=== block 1 ===
### Cell outlines without signal wires, block 1

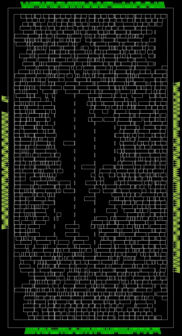

File: src/rtl/bridge_pkg.sv
// Shared definitions for the bridge request arbiter: state encoding, bus
// response codes, the latched-transfer record and small state helpers.
package bridge_pkg;

    typedef logic [2:0] state_t;

    localparam state_t ST_IDLE       = 3'd0;
    localparam state_t ST_APB_SETUP  = 3'd1;
    localparam state_t ST_APB_ACCESS = 3'd2;
    localparam state_t ST_AXI_WADDR  = 3'd3;
    localparam state_t ST_AXI_WRESP  = 3'd4;
    localparam state_t ST_AXI_RADDR  = 3'd5;
    localparam state_t ST_AXI_RDATA  = 3'd6;
    localparam state_t ST_DONE       = 3'd7;

    localparam logic [1:0] RESP_OKAY = 2'b00;

    typedef struct packed {
        logic        we;
        logic [31:0] addr;
        logic [31:0] wdata;
    } bridge_xfer_t;

    // States that wait on a slave response and are therefore subject to abort.
    function automatic logic is_wait_state(input state_t st);
        return (st == ST_APB_ACCESS) || (st == ST_AXI_WRESP) || (st == ST_AXI_RDATA);
    endfunction

    // States in which a requester holds the bus.
    function automatic logic is_busy_state(input state_t st);
        return (st != ST_IDLE) && (st != ST_DONE);
    endfunction

endpackage

File: src/rtl/bridge_req_arbiter_rr_arb2.sv
// Two-way round-robin selector: on a tie the requester not served last wins.
module rr_arb2 (
    input  logic [1:0] req,
    input  logic       last,
    output logic [1:0] grant
);

    // One-hot grant from the current requests and the last-served index.
    always_comb begin
        grant = 2'b00;
        case (req)
            2'b01:   grant = 2'b01;
            2'b10:   grant = 2'b10;
            2'b11:   grant = last ? 2'b01 : 2'b10;
            default: grant = 2'b00;
        endcase
    end

endmodule

File: src/rtl/bridge_req_arbiter.sv
// Two-requester bridge arbiter sequencing either an APB or an AXI-lite style
// transfer. Define BRIDGE_ARB_TIMEOUT_EN to abort stalled responses.
module bridge_req_arbiter
    import bridge_pkg::*;
#(
    parameter int TIMEOUT_CYC = 16
) (
    input  logic        PCLK,
    input  logic        PRESET,
    input  logic        protocol_select,
    input  logic [1:0]  req,
    input  logic [1:0]  we,
    input  logic [31:0] addr0,
    input  logic [31:0] addr1,
    input  logic [31:0] wdata0,
    input  logic [31:0] wdata1,
    output logic [1:0]  gnt,
    output logic [1:0]  done,
    output logic        err,
    output logic [15:0] rdata,
    output logic        psel,
    output logic        penable,
    output logic        pwrite,
    output logic [31:0] paddr,
    output logic [31:0] pwdata,
    input  logic        pready,
    input  logic [15:0] prdata,
    output logic        awvalid,
    output logic        wvalid,
    output logic        bready,
    output logic        arvalid,
    output logic        rready,
    output logic [31:0] awaddr,
    output logic [31:0] araddr,
    output logic [31:0] axi_wdata,
    input  logic        awready,
    input  logic        wready,
    input  logic        bvalid,
    input  logic        arready,
    input  logic        rvalid,
    input  logic [1:0]  bresp,
    input  logic [1:0]  rresp,
    input  logic [15:0] axi_rdata
);

    state_t       state_r, state_s;
    logic         win_r, win_s;
    logic         last_r, last_s;
    bridge_xfer_t xfer_r, xfer_s;
    logic         aw_done_r, aw_done_s;
    logic         w_done_r, w_done_s;
    logic [15:0]  cap_rdata_s;
    logic         cap_err_s;
    logic         tmo_hit_s;
    logic [1:0]   arb_gnt_s;

    logic [1:0]   gnt_s, done_s;
    logic         err_s;
    logic [15:0]  rdata_s;
    logic         psel_s, penable_s, pwrite_s;
    logic [31:0]  paddr_s, pwdata_s;
    logic         awvalid_s, wvalid_s, bready_s, arvalid_s, rready_s;
    logic [31:0]  awaddr_s, araddr_s, axi_wdata_s;

    rr_arb2 u_rr_arb2 (
        .req   (req),
        .last  (last_r),
        .grant (arb_gnt_s)
    );

`ifdef BRIDGE_ARB_TIMEOUT_EN
    localparam int CNT_W = (TIMEOUT_CYC > 1) ? $clog2(TIMEOUT_CYC) : 1;

    logic [CNT_W-1:0] tmo_cnt_r;

    // Count consecutive cycles spent waiting on a slave; restart on any state change.
    always_ff @(posedge PCLK) begin
        if (PRESET) begin
            tmo_cnt_r <= '0;
        end else if (is_wait_state(state_r) && (state_s == state_r)) begin
            tmo_cnt_r <= tmo_cnt_r + CNT_W'(1);
        end else begin
            tmo_cnt_r <= '0;
        end
    end

    assign tmo_hit_s = is_wait_state(state_r) && (tmo_cnt_r == CNT_W'(TIMEOUT_CYC - 1));
`else
    assign tmo_hit_s = 1'b0;
`endif

    // Next-state, arbitration and response capture.
    always_comb begin
        state_s     = state_r;
        win_s       = win_r;
        last_s      = last_r;
        xfer_s      = xfer_r;
        aw_done_s   = aw_done_r;
        w_done_s    = w_done_r;
        cap_rdata_s = 16'h0000;
        cap_err_s   = 1'b0;
        case (state_r)
            ST_IDLE: begin
                if (|req) begin
                    win_s        = arb_gnt_s[1];
                    last_s       = arb_gnt_s[1];
                    xfer_s.we    = arb_gnt_s[1] ? we[1]  : we[0];
                    xfer_s.addr  = arb_gnt_s[1] ? addr1  : addr0;
                    xfer_s.wdata = arb_gnt_s[1] ? wdata1 : wdata0;
                    aw_done_s    = 1'b0;
                    w_done_s     = 1'b0;
                    if (!protocol_select) begin
                        state_s = ST_APB_SETUP;
                    end else if (xfer_s.we) begin
                        state_s = ST_AXI_WADDR;
                    end else begin
                        state_s = ST_AXI_RADDR;
                    end
                end else begin
                    state_s = ST_IDLE;
                end
            end
            ST_APB_SETUP: begin
                state_s = ST_APB_ACCESS;
            end
            ST_APB_ACCESS: begin
                if (pready) begin
                    state_s     = ST_DONE;
                    cap_rdata_s = xfer_r.we ? 16'h0000 : prdata;
                end else if (tmo_hit_s) begin
                    state_s   = ST_DONE;
                    cap_err_s = 1'b1;
                end else begin
                    state_s = ST_APB_ACCESS;
                end
            end
            ST_AXI_WADDR: begin
                // Address and data channels retire independently.
                aw_done_s = aw_done_r | (awvalid & awready);
                w_done_s  = w_done_r  | (wvalid & wready);
                if (aw_done_s && w_done_s) begin
                    state_s = ST_AXI_WRESP;
                end else begin
                    state_s = ST_AXI_WADDR;
                end
            end
            ST_AXI_WRESP: begin
                if (bvalid) begin
                    state_s   = ST_DONE;
                    cap_err_s = (bresp != RESP_OKAY);
                end else if (tmo_hit_s) begin
                    state_s   = ST_DONE;
                    cap_err_s = 1'b1;
                end else begin
                    state_s = ST_AXI_WRESP;
                end
            end
            ST_AXI_RADDR: begin
                if (arready) begin
                    state_s = ST_AXI_RDATA;
                end else begin
                    state_s = ST_AXI_RADDR;
                end
            end
            ST_AXI_RDATA: begin
                if (rvalid) begin
                    state_s     = ST_DONE;
                    cap_rdata_s = axi_rdata;
                    cap_err_s   = (rresp != RESP_OKAY);
                end else if (tmo_hit_s) begin
                    state_s   = ST_DONE;
                    cap_err_s = 1'b1;
                end else begin
                    state_s = ST_AXI_RDATA;
                end
            end
            ST_DONE: begin
                state_s = ST_IDLE;
            end
            default: begin
                state_s = ST_IDLE;
            end
        endcase
    end

    // Output values for the coming cycle, decoded from the next state so that
    // grant and the first bus phase appear together one cycle after a request.
    always_comb begin
        gnt_s       = is_busy_state(state_s) ? (win_s ? 2'b10 : 2'b01) : 2'b00;
        done_s      = (state_s == ST_DONE) ? (win_s ? 2'b10 : 2'b01) : 2'b00;
        err_s       = (state_s == ST_DONE) ? cap_err_s : 1'b0;
        rdata_s     = (state_s == ST_DONE) ? cap_rdata_s : 16'h0000;
        psel_s      = (state_s == ST_APB_SETUP) || (state_s == ST_APB_ACCESS);
        penable_s   = (state_s == ST_APB_ACCESS);
        pwrite_s    = psel_s & xfer_s.we;
        paddr_s     = psel_s ? xfer_s.addr : 32'h0000_0000;
        pwdata_s    = pwrite_s ? xfer_s.wdata : 32'h0000_0000;
        awvalid_s   = (state_s == ST_AXI_WADDR) && !aw_done_s;
        wvalid_s    = (state_s == ST_AXI_WADDR) && !w_done_s;
        awaddr_s    = (state_s == ST_AXI_WADDR) ? xfer_s.addr : 32'h0000_0000;
        axi_wdata_s = (state_s == ST_AXI_WADDR) ? xfer_s.wdata : 32'h0000_0000;
        bready_s    = (state_s == ST_AXI_WRESP);
        arvalid_s   = (state_s == ST_AXI_RADDR);
        araddr_s    = (state_s == ST_AXI_RADDR) ? xfer_s.addr : 32'h0000_0000;
        rready_s    = (state_s == ST_AXI_RDATA);
    end

    // Control state; reset abandons any in-flight transfer and favours requester 0.
    always_ff @(posedge PCLK) begin
        if (PRESET) begin
            state_r   <= ST_IDLE;
            win_r     <= 1'b0;
            last_r    <= 1'b1;
            xfer_r    <= '0;
            aw_done_r <= 1'b0;
            w_done_r  <= 1'b0;
        end else begin
            state_r   <= state_s;
            win_r     <= win_s;
            last_r    <= last_s;
            xfer_r    <= xfer_s;
            aw_done_r <= aw_done_s;
            w_done_r  <= w_done_s;
        end
    end

    // Registered outputs.
    always_ff @(posedge PCLK) begin
        if (PRESET) begin
            gnt       <= 2'b00;
            done      <= 2'b00;
            err       <= 1'b0;
            rdata     <= 16'h0000;
            psel      <= 1'b0;
            penable   <= 1'b0;
            pwrite    <= 1'b0;
            paddr     <= 32'h0000_0000;
            pwdata    <= 32'h0000_0000;
            awvalid   <= 1'b0;
            wvalid    <= 1'b0;
            bready    <= 1'b0;
            arvalid   <= 1'b0;
            rready    <= 1'b0;
            awaddr    <= 32'h0000_0000;
            araddr    <= 32'h0000_0000;
            axi_wdata <= 32'h0000_0000;
        end else begin
            gnt       <= gnt_s;
            done      <= done_s;
            err       <= err_s;
            rdata     <= rdata_s;
            psel      <= psel_s;
            penable   <= penable_s;
            pwrite    <= pwrite_s;
            paddr     <= paddr_s;
            pwdata    <= pwdata_s;
            awvalid   <= awvalid_s;
            wvalid    <= wvalid_s;
            bready    <= bready_s;
            arvalid   <= arvalid_s;
            rready    <= rready_s;
            awaddr    <= awaddr_s;
            araddr    <= araddr_s;
            axi_wdata <= axi_wdata_s;
        end
    end

endmodule
File: config.mk
export PLATFORM = sky130hd
export DESIGN_NAME = bridge_req_arbiter
export DESIGN_NICKNAME = d
export VERILOG_FILES = /design/src/rtl/bridge_pkg.sv /design/src/rtl/bridge_req_arbiter_rr_arb2.sv /design/src/rtl/bridge_req_arbiter.sv
export SDC_FILE = /design/constraint.sdc
export NUM_CORES = 1
export LEC_CHECK = 0
export CAP_MARGIN = 25
export CORE_ASPECT_RATIO = 2
export CORE_MARGIN = 4
export CORE_UTILIZATION = 38
export CTS_CLUSTER_SIZE = 8
export DETAILED_ROUTE_END_ITERATION = 10
export PLACE_DENSITY = 0.76
export REMOVE_ABC_BUFFERS = 1
export SLEW_MARGIN = 25
export SYNTH_ARGS = -nofsm -noshare
export SYNTH_HDL_FRONTEND = slang
export SYNTH_SLANG_ARGS = --single-unit
File: constraint.sdc
create_clock -name PCLK -period 2.55 [get_ports PCLK]
set_clock_uncertainty 0.1 [all_clocks]
set_input_delay 0.6375 -clock PCLK [delete_from_list [all_inputs] [get_ports PCLK]]
set_output_delay 0.6375 -clock PCLK [all_outputs]
set_load 0.02 [all_outputs]
=== block 2 ===
### config.mk
export PLATFORM = sky130hd
export DESIGN_NAME = portal_request_demux
export DESIGN_NICKNAME = d
export VERILOG_FILES = /design/src/rtl/portal_request_demux.sv
export SDC_FILE = /design/constraint.sdc
export NUM_CORES = 1
export LEC_CHECK = 0
export ABC_AREA = 1
export CELL_PAD_IN_SITES_DETAIL_PLACEMENT = 1
export CELL_PAD_IN_SITES_GLOBAL_PLACEMENT = 2
export CORE_UTILIZATION = 32
export DETAILED_ROUTE_END_ITERATION = 12
export MAX_ROUTING_LAYER = met4
export PLACE_DENSITY = 0.8
export SLEW_MARGIN = 25
export SYNTH_ARGS = -nofsm -noshare
export SYNTH_HDL_FRONTEND = slang
export SYNTH_SLANG_ARGS = --single-unit
### constraint.sdc
create_clock -name clk -period 5.3 [get_ports clk]
set_clock_uncertainty 0.2 [all_clocks]
set_input_delay 1.06 -clock clk [delete_from_list [all_inputs] [get_ports clk]]
set_output_delay 1.06 -clock clk [all_outputs]
set_load 0.03 [all_outputs]
### src/rtl/portal_request_demux.sv
`default_nettype none
// ============================================================================
// Module      : portal_request_demux
// Description : Steers 32-bit request beats to per-channel assemblers and
//               enqueues completed messages into per-channel FWFT FIFOs.
// Revision    : 1.0 - initial release
// ============================================================================
module portal_request_demux #(
    parameter int NCHAN      = 3,
    parameter int DEPTH      = 2,
    parameter int MAXWORDS   = 2,
    parameter logic [4*NCHAN-1:0] CHAN_WORDS = 12'h121,
    localparam int CW        = (NCHAN > 1) ? $clog2(NCHAN) : 1,
    localparam int MW        = 32 * MAXWORDS
) (
    input  logic                clk,
    input  logic                rst_n,
    input  logic                req_valid,
    input  logic [CW-1:0]       req_chan,
    input  logic [31:0]         req_data,
    output logic                req_ready,
    input  logic [CW-1:0]       size_chan,
    output logic [15:0]         size_bits,
    input  logic [NCHAN-1:0]    deq_en,
    output logic [NCHAN*MW-1:0] deq_data,
    output logic [NCHAN-1:0]    not_empty,
    output logic [NCHAN-1:0]    not_full,
    output logic                intr_status,
    output logic [31:0]         intr_channel,
    input  logic                err_clr,
    output logic                err_oob
);

    localparam int CNTW = (MAXWORDS > 1) ? $clog2(MAXWORDS) : 1;
    localparam int AW   = (DEPTH > 1) ? $clog2(DEPTH) : 1;
    localparam int PW   = $clog2(DEPTH) + 1;
    localparam int NX   = 1 << CW;
    localparam logic [CW:0]   NCHAN_X = (CW+1)'(NCHAN);
    localparam logic [PW-1:0] PTR_MSB = PW'(1) << (PW - 1);

    logic             w_in_range;
    logic [NCHAN-1:0] w_last;
    logic [NX-1:0]    w_last_x;
    logic [NX-1:0]    w_nf_x;
    logic [NX-1:0]    w_deq_x;
    logic             err_q;
    logic             err_d;

    assign w_in_range = ({1'b0, req_chan} < NCHAN_X);

    // Channel-indexed vectors are padded to 2**CW so any req_chan value selects safely.
    assign w_last_x = NX'(w_last);
    assign w_nf_x   = NX'(not_full);
    assign w_deq_x  = NX'(deq_en);

    assign req_ready = ~w_in_range | ~w_last_x[req_chan] | w_nf_x[req_chan] | w_deq_x[req_chan];

    always_comb begin
        size_bits = '0;
        if ({1'b0, size_chan} < NCHAN_X) begin
            size_bits = 16'(32 * int'(CHAN_WORDS[4*int'(size_chan) +: 4]));
        end
    end

    for (genvar c = 0; c < NCHAN; c++) begin : g_chan
        localparam int WORDS = int'(CHAN_WORDS[4*c +: 4]);

        logic [CNTW-1:0] cnt_q;
        logic [CNTW-1:0] cnt_d;
        logic [MW-1:0]   asm_q;
        logic [MW-1:0]   msg;
        logic [MW-1:0]   mem_q [DEPTH];
        logic [PW-1:0]   wr_q;
        logic [PW-1:0]   rd_q;
        logic [AW-1:0]   waddr;
        logic [AW-1:0]   raddr;
        logic            hit;
        logic            acc;
        logic            push;
        logic            pop;
        logic            empty;
        logic            full;

        assign hit   = req_valid & w_in_range & (req_chan == CW'(c));
        assign acc   = hit & req_ready;
        assign w_last[c] = (cnt_q == CNTW'(WORDS - 1));
        assign push  = acc & w_last[c];
        assign empty = (wr_q == rd_q);
        assign full  = ((wr_q ^ rd_q) == PTR_MSB);
        assign pop   = deq_en[c] & ~empty;
        assign waddr = (DEPTH == 1) ? '0 : wr_q[AW-1:0];
        assign raddr = (DEPTH == 1) ? '0 : rd_q[AW-1:0];

        // Words below the beat slot come from earlier beats, the slot takes the
        // incoming beat, and words above are zeroed so stale data never leaks.
        always_comb begin
            msg = '0;
            for (int k = 0; k < MAXWORDS; k++) begin
                if (k < int'(cnt_q)) begin
                    msg[32*k +: 32] = asm_q[32*k +: 32];
                end else if (k == int'(cnt_q)) begin
                    msg[32*k +: 32] = req_data;
                end
            end
        end

        always_comb begin
            cnt_d = cnt_q;
            if (acc) begin
                cnt_d = w_last[c] ? '0 : cnt_q + CNTW'(1);
            end
        end

        always_ff @(posedge clk or negedge rst_n) begin
            if (!rst_n) begin
                cnt_q <= '0;
                wr_q  <= '0;
                rd_q  <= '0;
            end else begin
                cnt_q <= cnt_d;
                if (push) wr_q <= wr_q + PW'(1);
                if (pop)  rd_q <= rd_q + PW'(1);
            end
        end

        always_ff @(posedge clk) begin
            if (acc)  asm_q        <= msg;
            if (push) mem_q[waddr] <= msg;
        end

        assign deq_data[c*MW +: MW] = mem_q[raddr];
        assign not_empty[c] = ~empty;
        assign not_full[c]  = ~full;
    end

    assign intr_status = |not_empty;

    always_comb begin
        intr_channel = 32'hFFFF_FFFF;
        for (int i = NCHAN - 1; i >= 0; i--) begin
            if (not_empty[i]) intr_channel = 32'(i);
        end
    end

    // A new out-of-range beat outranks a simultaneous clear.
    always_comb begin
        err_d = err_q;
        if (req_valid && !w_in_range) begin
            err_d = 1'b1;
        end else if (err_clr) begin
            err_d = 1'b0;
        end
    end

    always_ff @(posedge clk or negedge rst_n) begin
        if (!rst_n) err_q <= 1'b0;
        else        err_q <= err_d;
    end

    assign err_oob = err_q;

endmodule
`default_nettype wire

=== block 3 ===
## config.mk

```make
export PLATFORM = sky130hd
export DESIGN_NAME = decode_stage
export DESIGN_NICKNAME = d
export VERILOG_FILES = /design/src/rtl/decode_stage.sv
export SDC_FILE = /design/constraint.sdc
export NUM_CORES = 1
export LEC_CHECK = 0
export CORE_AREA = 2 2 140 142
export CTS_CLUSTER_SIZE = 12
export DETAILED_ROUTE_END_ITERATION = 8
export DIE_AREA = 0 0 142 144
export DONT_BUFFER_PORTS = 1
export HOLD_SLACK_MARGIN = 0.02
export PLACE_DENSITY_LB_ADDON = 0.3
export SLEW_MARGIN = 20
export SYNTH_ARGS = -nofsm -noshare
export SYNTH_HDL_FRONTEND = slang
export SYNTH_SLANG_ARGS = --single-unit
export TNS_END_PERCENT = 5
```

## constraint.sdc

```tcl
create_clock -name clock -period 2.9 [get_ports clock]
set_clock_uncertainty 0.2 [all_clocks]
set_input_delay 0.725 -clock clock [delete_from_list [all_inputs] [get_ports clock]]
set_output_delay 0.725 -clock clock [all_outputs]
set_load 0.1 [all_outputs]
```

## src/rtl/decode_stage.sv

```systemverilog
// Instruction-decode stage of the 5-stage MIPS pipeline: decode, GPR read,
// EX/MEM operand forwarding, load-use stall detection and the ID/EX register.
module decode_stage (
    input  logic        clock,
    input  logic        reset,
    input  logic        stall,
    input  logic        flush,
    input  logic [31:0] if_pc,
    input  logic [31:0] if_inst,
    output logic        gpr_re1,
    output logic        gpr_re2,
    output logic [4:0]  gpr_raddr1,
    output logic [4:0]  gpr_raddr2,
    input  logic [31:0] gpr_rdata1,
    input  logic [31:0] gpr_rdata2,
    input  logic        ex_we,
    input  logic        ex_is_load,
    input  logic [4:0]  ex_waddr,
    input  logic [31:0] ex_wdata,
    input  logic        mem_we,
    input  logic [4:0]  mem_waddr,
    input  logic [31:0] mem_wdata,
    output logic        stall_req,
    output logic        idex_valid,
    output logic [2:0]  idex_alu_op,
    output logic [31:0] idex_opnd1,
    output logic [31:0] idex_opnd2,
    output logic [31:0] idex_store_data,
    output logic        idex_mem_read,
    output logic        idex_mem_write,
    output logic        idex_wreg_en,
    output logic [4:0]  idex_wreg_addr,
    output logic [31:0] idex_pc,
    output logic        idex_illegal
);

    localparam logic [5:0] OP_RTYPE = 6'h00;
    localparam logic [5:0] OP_ADDIU = 6'h09;
    localparam logic [5:0] OP_ANDI  = 6'h0C;
    localparam logic [5:0] OP_ORI   = 6'h0D;
    localparam logic [5:0] OP_XORI  = 6'h0E;
    localparam logic [5:0] OP_LUI   = 6'h0F;
    localparam logic [5:0] OP_LW    = 6'h23;
    localparam logic [5:0] OP_SW    = 6'h2B;

    localparam logic [5:0] FN_ADDU = 6'h21;
    localparam logic [5:0] FN_SUBU = 6'h23;
    localparam logic [5:0] FN_AND  = 6'h24;
    localparam logic [5:0] FN_OR   = 6'h25;
    localparam logic [5:0] FN_XOR  = 6'h26;
    localparam logic [5:0] FN_SLT  = 6'h2A;

    localparam logic [2:0] ALU_ADD   = 3'd0;
    localparam logic [2:0] ALU_SUB   = 3'd1;
    localparam logic [2:0] ALU_AND   = 3'd2;
    localparam logic [2:0] ALU_OR    = 3'd3;
    localparam logic [2:0] ALU_XOR   = 3'd4;
    localparam logic [2:0] ALU_SLT   = 3'd5;
    localparam logic [2:0] ALU_PASS2 = 3'd6;

    typedef struct packed {
        logic        valid;
        logic [2:0]  alu_op;
        logic [31:0] opnd1;
        logic [31:0] opnd2;
        logic [31:0] store_data;
        logic        mem_read;
        logic        mem_write;
        logic        wreg_en;
        logic [4:0]  wreg_addr;
        logic [31:0] pc;
        logic        illegal;
    } idex_t;

    logic [5:0]  opcode;
    logic [5:0]  funct;
    logic [4:0]  rs;
    logic [4:0]  rt;
    logic [4:0]  rd;
    logic [31:0] imm_sext;
    logic [31:0] imm_zext;
    logic [31:0] fwd1;
    logic [31:0] fwd2;
    logic        has_dest;
    logic        load_hit1;
    logic        load_hit2;
    idex_t       dec;
    idex_t       bubble;
    idex_t       idex;

    assign opcode   = if_inst[31:26];
    assign rs       = if_inst[25:21];
    assign rt       = if_inst[20:16];
    assign rd       = if_inst[15:11];
    assign funct    = if_inst[5:0];
    assign imm_sext = {{16{if_inst[15]}}, if_inst[15:0]};
    assign imm_zext = {16'h0000, if_inst[15:0]};

    assign gpr_raddr1 = rs;
    assign gpr_raddr2 = rt;

    // A load still in EX has no data yet, so it is never a forwarding source.
    function automatic logic [31:0] forward(
        input logic [4:0]  addr,
        input logic [31:0] rdata,
        input logic        e_we,
        input logic        e_load,
        input logic [4:0]  e_addr,
        input logic [31:0] e_data,
        input logic        m_we,
        input logic [4:0]  m_addr,
        input logic [31:0] m_data
    );
        logic [31:0] val;
        if (addr == 5'd0) begin
            val = 32'h0000_0000;
        end else if (e_we && !e_load && (e_addr == addr)) begin
            val = e_data;
        end else if (m_we && (m_addr == addr)) begin
            val = m_data;
        end else begin
            val = rdata;
        end
        return val;
    endfunction

    assign fwd1 = forward(rs, gpr_rdata1, ex_we, ex_is_load, ex_waddr, ex_wdata,
                          mem_we, mem_waddr, mem_wdata);
    assign fwd2 = forward(rt, gpr_rdata2, ex_we, ex_is_load, ex_waddr, ex_wdata,
                          mem_we, mem_waddr, mem_wdata);

    // Instruction decode into the next ID/EX contents.
    always_comb begin
        dec      = '0;
        dec.pc   = if_pc;
        gpr_re1  = 1'b0;
        gpr_re2  = 1'b0;
        has_dest = 1'b0;
        if (if_inst == 32'h0000_0000) begin
            dec.valid = 1'b1;
        end else begin
            dec.valid = 1'b1;
            gpr_re1   = 1'b1;
            case (opcode)
                OP_RTYPE: begin
                    gpr_re2       = 1'b1;
                    has_dest      = 1'b1;
                    dec.wreg_addr = rd;
                    dec.opnd2     = fwd2;
                    case (funct)
                        FN_ADDU: dec.alu_op = ALU_ADD;
                        FN_SUBU: dec.alu_op = ALU_SUB;
                        FN_AND:  dec.alu_op = ALU_AND;
                        FN_OR:   dec.alu_op = ALU_OR;
                        FN_XOR:  dec.alu_op = ALU_XOR;
                        FN_SLT:  dec.alu_op = ALU_SLT;
                        default: begin
                            dec.valid   = 1'b0;
                            dec.illegal = 1'b1;
                        end
                    endcase
                end
                OP_ADDIU, OP_ANDI, OP_ORI, OP_XORI, OP_LUI, OP_LW: begin
                    has_dest      = 1'b1;
                    dec.wreg_addr = rt;
                    dec.mem_read  = (opcode == OP_LW);
                    case (opcode)
                        OP_ANDI: begin dec.alu_op = ALU_AND;   dec.opnd2 = imm_zext; end
                        OP_ORI:  begin dec.alu_op = ALU_OR;    dec.opnd2 = imm_zext; end
                        OP_XORI: begin dec.alu_op = ALU_XOR;   dec.opnd2 = imm_zext; end
                        OP_LUI:  begin dec.alu_op = ALU_PASS2; dec.opnd2 = {if_inst[15:0], 16'h0000}; end
                        default: begin dec.alu_op = ALU_ADD;   dec.opnd2 = imm_sext; end
                    endcase
                end
                OP_SW: begin
                    gpr_re2        = 1'b1;
                    dec.alu_op     = ALU_ADD;
                    dec.opnd2      = imm_sext;
                    dec.store_data = fwd2;
                    dec.mem_write  = 1'b1;
                end
                default: begin
                    dec.valid   = 1'b0;
                    dec.illegal = 1'b1;
                end
            endcase
            // Unsupported encodings read nothing so they cannot raise a stall.
            if (dec.illegal) begin
                gpr_re1       = 1'b0;
                gpr_re2       = 1'b0;
                has_dest      = 1'b0;
                dec.alu_op    = ALU_ADD;
                dec.opnd2     = 32'h0000_0000;
                dec.wreg_addr = 5'd0;
            end else begin
                dec.opnd1 = fwd1;
            end
        end
        dec.wreg_en = has_dest && (dec.wreg_addr != 5'd0);
    end

    assign load_hit1 = gpr_re1 && (rs != 5'd0) && ex_we && ex_is_load && (ex_waddr == rs);
    assign load_hit2 = gpr_re2 && (rt != 5'd0) && ex_we && ex_is_load && (ex_waddr == rt);
    assign stall_req = !reset && (load_hit1 || load_hit2);

    // Bubble carries only the PC so exception logic downstream still sees it.
    always_comb begin
        bubble    = '0;
        bubble.pc = if_pc;
    end

    // ID/EX pipeline register: reset, flush, hold, load-use bubble, load.
    always_ff @(posedge clock) begin
        if (reset) begin
            idex <= '0;
        end else if (flush || (!stall && stall_req)) begin
            idex <= bubble;
        end else if (!stall) begin
            idex <= dec;
        end
    end

    assign idex_valid      = idex.valid;
    assign idex_alu_op     = idex.alu_op;
    assign idex_opnd1      = idex.opnd1;
    assign idex_opnd2      = idex.opnd2;
    assign idex_store_data = idex.store_data;
    assign idex_mem_read   = idex.mem_read;
    assign idex_mem_write  = idex.mem_write;
    assign idex_wreg_en    = idex.wreg_en;
    assign idex_wreg_addr  = idex.wreg_addr;
    assign idex_pc         = idex.pc;
    assign idex_illegal    = idex.illegal;

endmodule
```

=== block 4 ===
==> src/rtl/mult_div_unit.sv <==
// Iterative 32-cycle multiply/divide unit with architectural HI/LO registers.
// Handles MULT, MULTU, DIV, DIVU (shift-add / restoring division) plus MTHI/MTLO writes.
module mult_div_unit #(
    parameter int unsigned     WIDTH     = 32,
    parameter logic [WIDTH-1:0] DIV0_QUOT = 32'hFFFF_FFFF
) (
    input  logic             clk,
    input  logic             rst_n,
    input  logic             start,
    input  logic [1:0]       op,
    input  logic [WIDTH-1:0] src_a,
    input  logic [WIDTH-1:0] src_b,
    input  logic             hilo_we,
    input  logic             hilo_sel,
    output logic             busy,
    output logic             done,
    output logic [WIDTH-1:0] hi,
    output logic [WIDTH-1:0] lo
);

    localparam int unsigned CW = $clog2(WIDTH);
    localparam logic [1:0] OpDiv = 2'b10;

    typedef enum logic [1:0] {StIdle, StRun, StFix} state_e;

    state_e             state_q, state_d;
    logic [CW-1:0]      cnt_q, cnt_d;
    logic [2*WIDTH-1:0] acc_q, acc_d;
    logic [WIDTH-1:0]   bmag_q, bmag_d;
    logic [1:0]         op_q, op_d;
    logic               neg_q, neg_d;
    logic               aneg_q, aneg_d;
    logic [WIDTH-1:0]   hi_q, hi_d;
    logic [WIDTH-1:0]   lo_q, lo_d;
    logic               done_q, done_d;

    logic               a_neg, b_neg;
    logic [WIDTH-1:0]   a_mag, b_mag;
    logic [WIDTH:0]     mul_sum;
    logic [WIDTH:0]     rem_shift, rem_diff;
    logic [2*WIDTH-1:0] prod_fix;
    logic [WIDTH-1:0]   quot_fix, rem_fix;

    // op[0]==0 selects the signed variants; 0x8000_0000 negates to itself, read as unsigned.
    assign a_neg = ~op[0] & src_a[WIDTH-1];
    assign b_neg = ~op[0] & src_b[WIDTH-1];
    assign a_mag = a_neg ? (~src_a + 1'b1) : src_a;
    assign b_mag = b_neg ? (~src_b + 1'b1) : src_b;

    assign mul_sum   = {1'b0, acc_q[2*WIDTH-1:WIDTH]} + {1'b0, (acc_q[0] ? bmag_q : '0)};
    assign rem_shift = {acc_q[2*WIDTH-1:WIDTH], acc_q[WIDTH-1]};
    assign rem_diff  = rem_shift - {1'b0, bmag_q};

    assign prod_fix = neg_q ? (~acc_q + 1'b1) : acc_q;
    assign quot_fix = neg_q ? (~acc_q[WIDTH-1:0] + 1'b1) : acc_q[WIDTH-1:0];
    assign rem_fix  = aneg_q ? (~acc_q[2*WIDTH-1:WIDTH] + 1'b1) : acc_q[2*WIDTH-1:WIDTH];

    always_comb begin
        state_d = state_q;
        cnt_d   = cnt_q;
        acc_d   = acc_q;
        bmag_d  = bmag_q;
        op_d    = op_q;
        neg_d   = neg_q;
        aneg_d  = aneg_q;
        hi_d    = hi_q;
        lo_d    = lo_q;
        done_d  = 1'b0;
        unique case (state_q)
            StIdle: begin
                if (start) begin
                    op_d    = op;
                    neg_d   = a_neg ^ b_neg;
                    aneg_d  = a_neg;
                    bmag_d  = b_mag;
                    acc_d   = {{WIDTH{1'b0}}, a_mag};
                    cnt_d   = '0;
                    state_d = StRun;
                end else if (hilo_we) begin
                    if (hilo_sel) hi_d = src_a;
                    else          lo_d = src_a;
                end
            end
            StRun: begin
                if (op_q[1]) begin
                    // Restoring step: remainder in the upper half, quotient bits shift in at bit 0.
                    if (!rem_diff[WIDTH]) acc_d = {rem_diff[WIDTH-1:0], acc_q[WIDTH-2:0], 1'b1};
                    else                  acc_d = {rem_shift[WIDTH-1:0], acc_q[WIDTH-2:0], 1'b0};
                end else begin
                    acc_d = {mul_sum, acc_q[WIDTH-1:1]};
                end
                cnt_d = cnt_q + 1'b1;
                if (cnt_q == CW'(WIDTH - 1)) state_d = StFix;
            end
            StFix: begin
                if (op_q[1]) begin
                    lo_d = (bmag_q == '0) ? DIV0_QUOT : quot_fix;
                    hi_d = (op_q == OpDiv) ? rem_fix : acc_q[2*WIDTH-1:WIDTH];
                end else begin
                    {hi_d, lo_d} = prod_fix;
                end
                done_d  = 1'b1;
                state_d = StIdle;
            end
            default: state_d = StIdle;
        endcase
    end

    always_ff @(posedge clk or negedge rst_n) begin
        if (!rst_n) begin
            state_q <= StIdle;
            cnt_q   <= '0;
            acc_q   <= '0;
            bmag_q  <= '0;
            op_q    <= '0;
            neg_q   <= 1'b0;
            aneg_q  <= 1'b0;
            hi_q    <= '0;
            lo_q    <= '0;
            done_q  <= 1'b0;
        end else begin
            state_q <= state_d;
            cnt_q   <= cnt_d;
            acc_q   <= acc_d;
            bmag_q  <= bmag_d;
            op_q    <= op_d;
            neg_q   <= neg_d;
            aneg_q  <= aneg_d;
            hi_q    <= hi_d;
            lo_q    <= lo_d;
            done_q  <= done_d;
        end
    end

    assign busy = (state_q != StIdle);
    assign done = done_q;
    assign hi   = hi_q;
    assign lo   = lo_q;

endmodule
==> config.mk <==
export PLATFORM = sky130hd
export DESIGN_NAME = mult_div_unit
export DESIGN_NICKNAME = d
export VERILOG_FILES = /design/src/rtl/mult_div_unit.sv
export SDC_FILE = /design/constraint.sdc
export NUM_CORES = 1
export LEC_CHECK = 0
export CAP_MARGIN = 20
export CORE_ASPECT_RATIO = 0.7
export CORE_MARGIN = 2
export CORE_UTILIZATION = 30
export CTS_BUF_LIST = sky130_fd_sc_hd__clkbuf_4 sky130_fd_sc_hd__clkbuf_8 sky130_fd_sc_hd__clkbuf_16
export DETAILED_ROUTE_END_ITERATION = 7
export GPL_TIMING_DRIVEN = 0
export PLACE_DENSITY = 0.46
export SLEW_MARGIN = 20
export SYNTH_ARGS = -nofsm -noshare
export SYNTH_HDL_FRONTEND = slang
export SYNTH_SLANG_ARGS = --single-unit
==> constraint.sdc <==
create_clock -name clk -period 5.94 [get_ports clk]
set_input_delay 1.188 -clock clk [delete_from_list [all_inputs] [get_ports clk]]
set_output_delay 1.188 -clock clk [all_outputs]
set_load 0.005 [all_outputs]
### Placement by cell class, block 4

Scale bar: 100 µm.
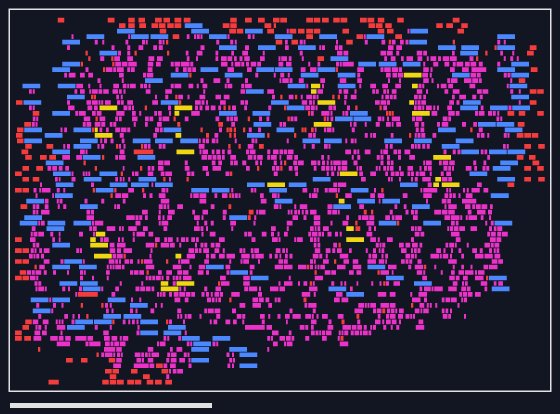
[red] other buffers and delay cells | cells: 256
[blue] flip-flops | cells: 172
[magenta] all other logic | cells: 1561
[yellow] clock drivers and dummy loads | cells: 32

==> flow_metrics.rpt, block 4 <==
RUN METRICS
----------------------------------------------------
[Run status]
  Run status ........................ completed

[Synthesis]
  Cell accounting for the most synthesized area ........................ sky130_fd_sc_hd__dfrtp_1
  Xor and xnor fraction of the mapped netlist area ........................ 10.0%
  Async SR Flop Fraction ........................ 100%
  Count of instantiated cells in the yosys netlist ........................ 1852

[Final layout]
  Max reg flops ........................ 64
  Most frequently placed logic cell in the final layout ........................ sky130_fd_sc_hd__o21ai_0
  Non-filler instance count after layout ........................ 2676

[Power]
  PwrDens ........................ 644 nW/µm²
  Sequential share of power ........................ 23.0%

[Worst setup path]
  CP arrival ........................ 4.92 ns

[Timing]
  Highest attainable clock frequency ........................ between 200 and 250 MHz
  Number of max-slew violations in the final report ........................ 0

[Place]
  Number of instances in the placed design ........................ 2644

[GRT]
  GR Layer Usage met1 ........................ 41.6%

[CTS]
  Number of buffers added for setup after CTS ........................ 0

[Floorplan]
  Die outline area ........................ 50500 µm²

[Worst hold path]
  Worst Hold End ........................ lo[1]

----------------------------------------------------
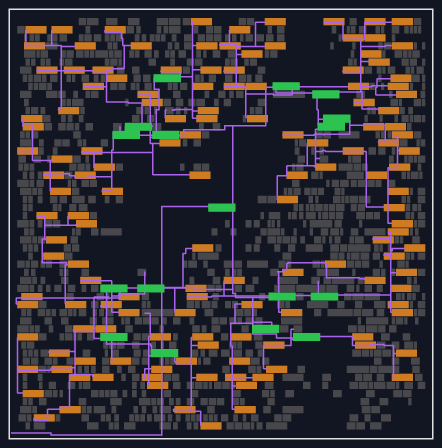
*Clock wires, drivers and flops, block 3*
[purple] clock wires | length: 2000 µm
[orange] flip-flops | count: 141
[green] cells driving clock nets | count: 17
routed clock nets: 18
flops lie: all over the die
Insertion Delay late pin: 0.41 ns
power in the clock group: 0.00221 W
fraction of power consumed by the clock network: 45.5%

==> flow_metrics.rpt, block 3 <==
RUN METRICS
----------------------------------------------------
[Run status]
  Run status ........................ finished, violations left
  Failing checks ........................ negative setup slack

[Timing]
  Final TNS setup ........................ -0.00602 ns
  RSZ-0062 raised after global routing ........................ yes
  Post-layout min period ........................ 2.91 ns
  Number of max-slew violations in the final report ........................ 0
  Worst Tran Pin Value ........................ 0.607 ns
  Post-route setup slack ........................ -0.00602 ns
  Count of final setup violators ........................ 1

[Synthesis]
  Most area-consuming cells after synthesis ........................ sky130_fd_sc_hd__dfxtp_1 37%, sky130_fd_sc_hd__a21oi_1 8.7%, sky130_fd_sc_hd__nand3_1 6.5%
  Count of instantiated cells in the yosys netlist ........................ around 950
  Combined area of all synthesized cells ........................ 7620 µm²
  MUX area fraction ........................ around 4.7%
  Simple logic cell fraction of the synthesized area ........................ between 10% and 20%
  Number of distinct library cells after synthesis ........................ around 60
  Sequential share of the synthesized area ........................ 37.0%
  Synth Area in Adders ........................ 0%
  Async SR Flop Fraction ........................ 0%

[Worst setup path]
  Worst reg-to-reg setup slack ........................ 1.74 ns
  Largest fanout of any net on the critical path ........................ 4
  Critical Path Source Type ........................ input port
  Setup Crit Path Kind ........................ in -> out

[Final layout]
  Inserted Diodes ........................ 0
  Flops ........................ 141
  Area used by sequential logic in the layout ........................ 2820 µm²
  Non-clock buffer share of cell area ........................ 16.1%
  Fin area ........................ 9690 µm²

[Floorplan]
  IO Count ........................ 363
  Count of inserted tapcells ........................ between 200 and 250

[Worst hold path]
  Worst hold path cell count ........................ 1

[Detailed routing]
  Avg Vias per Cell ........................ slightly above 6
  Pre-antenna DRT Iters ........................ 5
  Wire per inst ........................ 22.6 µm

[CTS]
  Cts repair resizes ........................ 6
  Reg clk slew, reported paths ........................ around 0.06 ns

[GRT]
  Busiest metal layer after global routing ........................ met2
  GRT Overall Usage ........................ roughly 27%

----------------------------------------------------
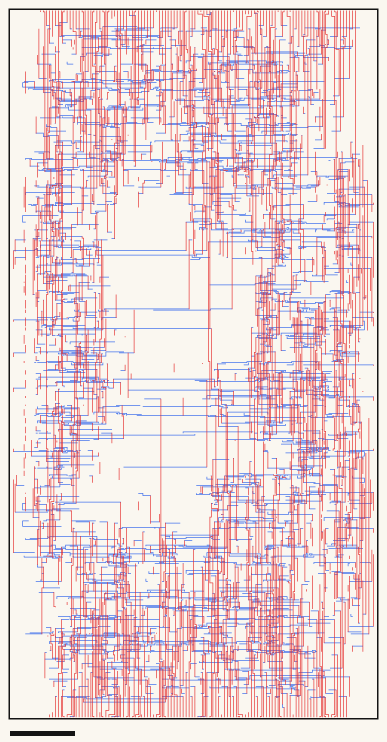
*Metal layers overlaid, block 1*
Scale bar: 20 µm. Only two layers are drawn.
[blue] met1 | wire length: 9130 µm
[red] met2 | wire length: 15300 µm
GRT Overall Usage: 21.5%
total wire length: 28.1 mm
wire per inst: 18.3 µm
Vias: 7596

About 'Cell outlines without signal wires' of block 1:
count of standard-cell rows: 77
fill cell instance count of the final layout: 1793
utilization after layout: 62.8%

==> flow_metrics.rpt, block 1 <==
RUN METRICS
----------------------------------------------------
[Power]
  Internal Dissipation ........................ 0.0101 W
  Maximum resistive drop on vdd ........................ 0.686 mV
  Net switching fraction of the power ........................ 33.9%
  Power drawn by the sequential cells ........................ 0.00521 W

[Floorplan]
  Core Density at Floorplan ........................ 38.4%

[Synthesis]
  Number of distinct library cells after synthesis ........................ roughly 46
  Leading post-synthesis cells by instance count ........................ 261 x sky130_fd_sc_hd__dfxtp_1, 143 x sky130_fd_sc_hd__nor2_1, 70 x sky130_fd_sc_hd__nand2_1, 65 x sky130_fd_sc_hd__mux2i_1, 65 x sky130_fd_sc_hd__o21ai_0

[Worst setup path]
  Most frequent cell on the critical path ........................ sky130_fd_sc_hd__buf_4
  Setup Crit Path Kind ........................ in -> reg
  Worst setup EP type ........................ flop
  Worst R2R Path Depth ........................ 8
  Cell family with the largest share of critical-path delay ........................ buffers and inverters
  Worst reg-to-reg setup slack ........................ roughly 0.14 ns
  Largest fanout of any net on the critical path ........................ 37

[Job]
  Total number of warnings across the stage logs ........................ 25

[Final layout]
  Clock buf/inv share ........................ 7.44%
  Number of logic gates ........................ 519

[CTS]
  Clock sink total ........................ 261
  Total clock buffers created by CTS ........................ 38

[Timing]
  Number of max-slew violations in the final report ........................ 0
  Normalized max-slew margin ........................ a little over two fifths
  Highest attainable clock frequency ........................ 405 MHz

[Worst hold path]
  Worst hold path cell count ........................ 2

[Detailed routing]
  Met2 WL ........................ 15.3 mm

[Place]
  DP Worst Slack ........................ -0.444 ns

[Run status]
  Run status ........................ completed

----------------------------------------------------
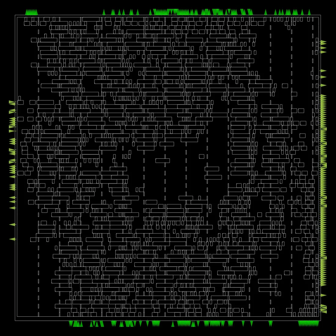
*Cell outlines without signal wires, block 2*
count of inserted tapcells: 518
non-filler instance count after layout: 1841
register share of the cell area: 56.6%
Flops: 302

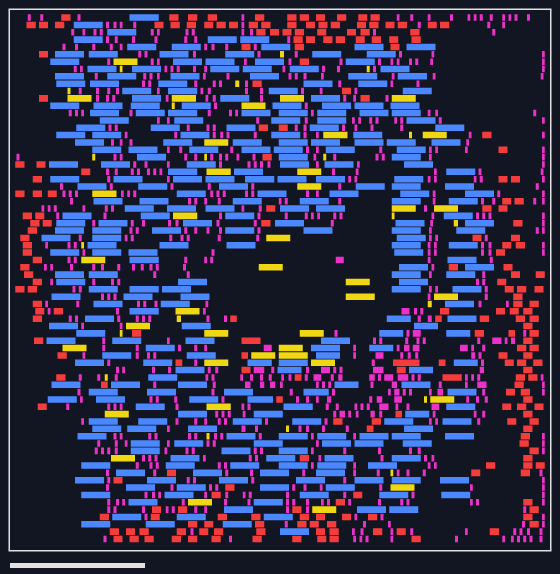
*Placement by cell class, block 2*
Scale bar: 50 µm.
[blue] flip-flops | cells: 302
[yellow] clock drivers and dummy loads | cells: 60
[magenta] all other logic | cells: 732
[red] other buffers and delay cells | cells: 227
utilization after layout: 41.1%
count of standard-cell rows: 72
CORE AREA: 38600 µm²
fin area: 15900 µm²

==> flow_metrics.rpt, block 2 <==
RUN METRICS
----------------------------------------------------
[Worst setup path]
  Setup Crit Path Kind ........................ in -> out
  Worst R2R End ........................ g_chan[1].mem_q[0][28]
  Cell family with the largest share of critical-path delay ........................ buffers and inverters
  Startpoint of the worst setup timing path ........................ req_chan[1]

[Worst hold path]
  Worst hold path cell count ........................ 1

[Floorplan]
  Die outline area ........................ around 40000 µm²

[Power]
  Maximum resistive drop on vdd ........................ 0.199 mV
  Power drawn by the sequential cells ........................ 0.00296 W
  Power in the clock group ........................ 0.00226 W

[Final layout]
  Largest regs ........................ g_chan.mem_q x256, g_chan.asm_q x32

[Synthesis]
  Xor and xnor fraction of the mapped netlist area ........................ 0.419%
  YS warnings ........................ 0

[Detailed routing]
  Total wire length ........................ 32.4 mm
  Avg Vias per Cell ........................ approximately 4.4

[Run status]
  Run status ........................ completed

[CTS]
  Clock sink total ........................ 302

----------------------------------------------------


==> gallery <==
Metal layers overlaid.
shot_01.png
Scale bar: 50 µm. Only two layers are drawn.
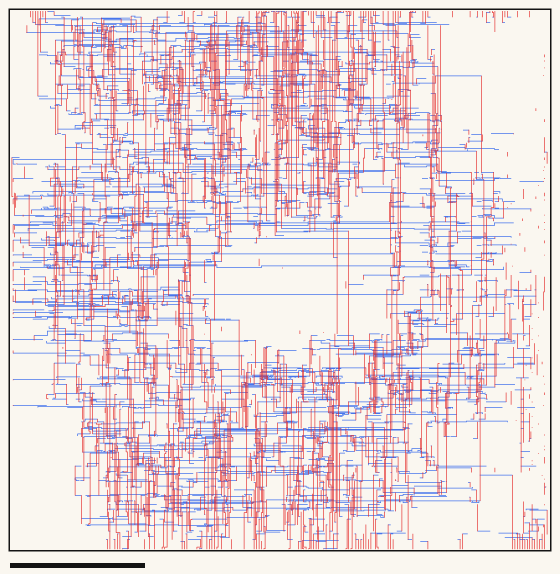
shot_02.png
Scale bar: 100 µm. Only two layers are drawn.
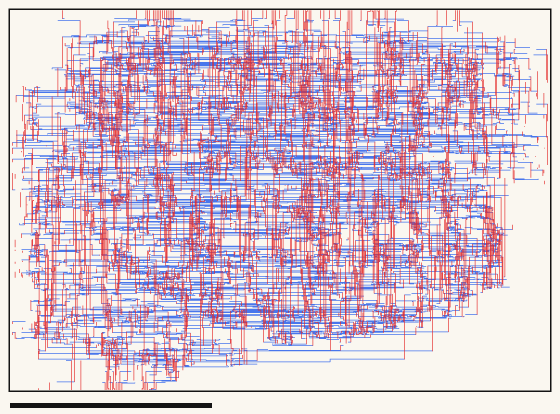
shot_03.png
Scale bar: 50 µm. Only two layers are drawn.
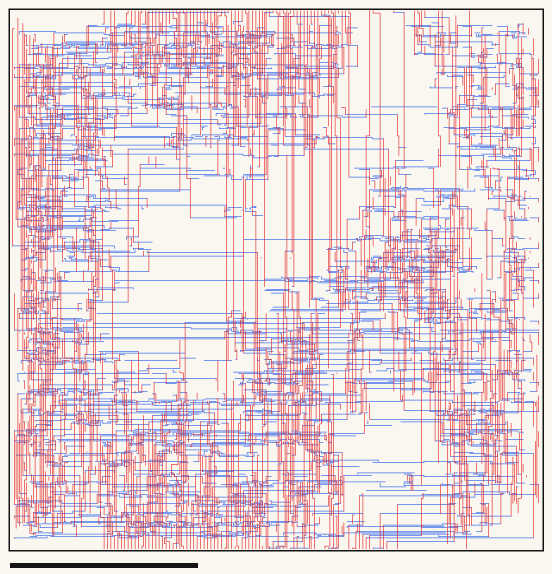
block 4 -> shot_02.png
block 2 -> shot_01.png
block 3 -> shot_03.png
- largest die: shot_02.png

Key to shot_03.png:
[blue] met1 | wire length: 11800 µm
[red] met2 | wire length: 14000 µm

Power and IR drop assume default switching activity.
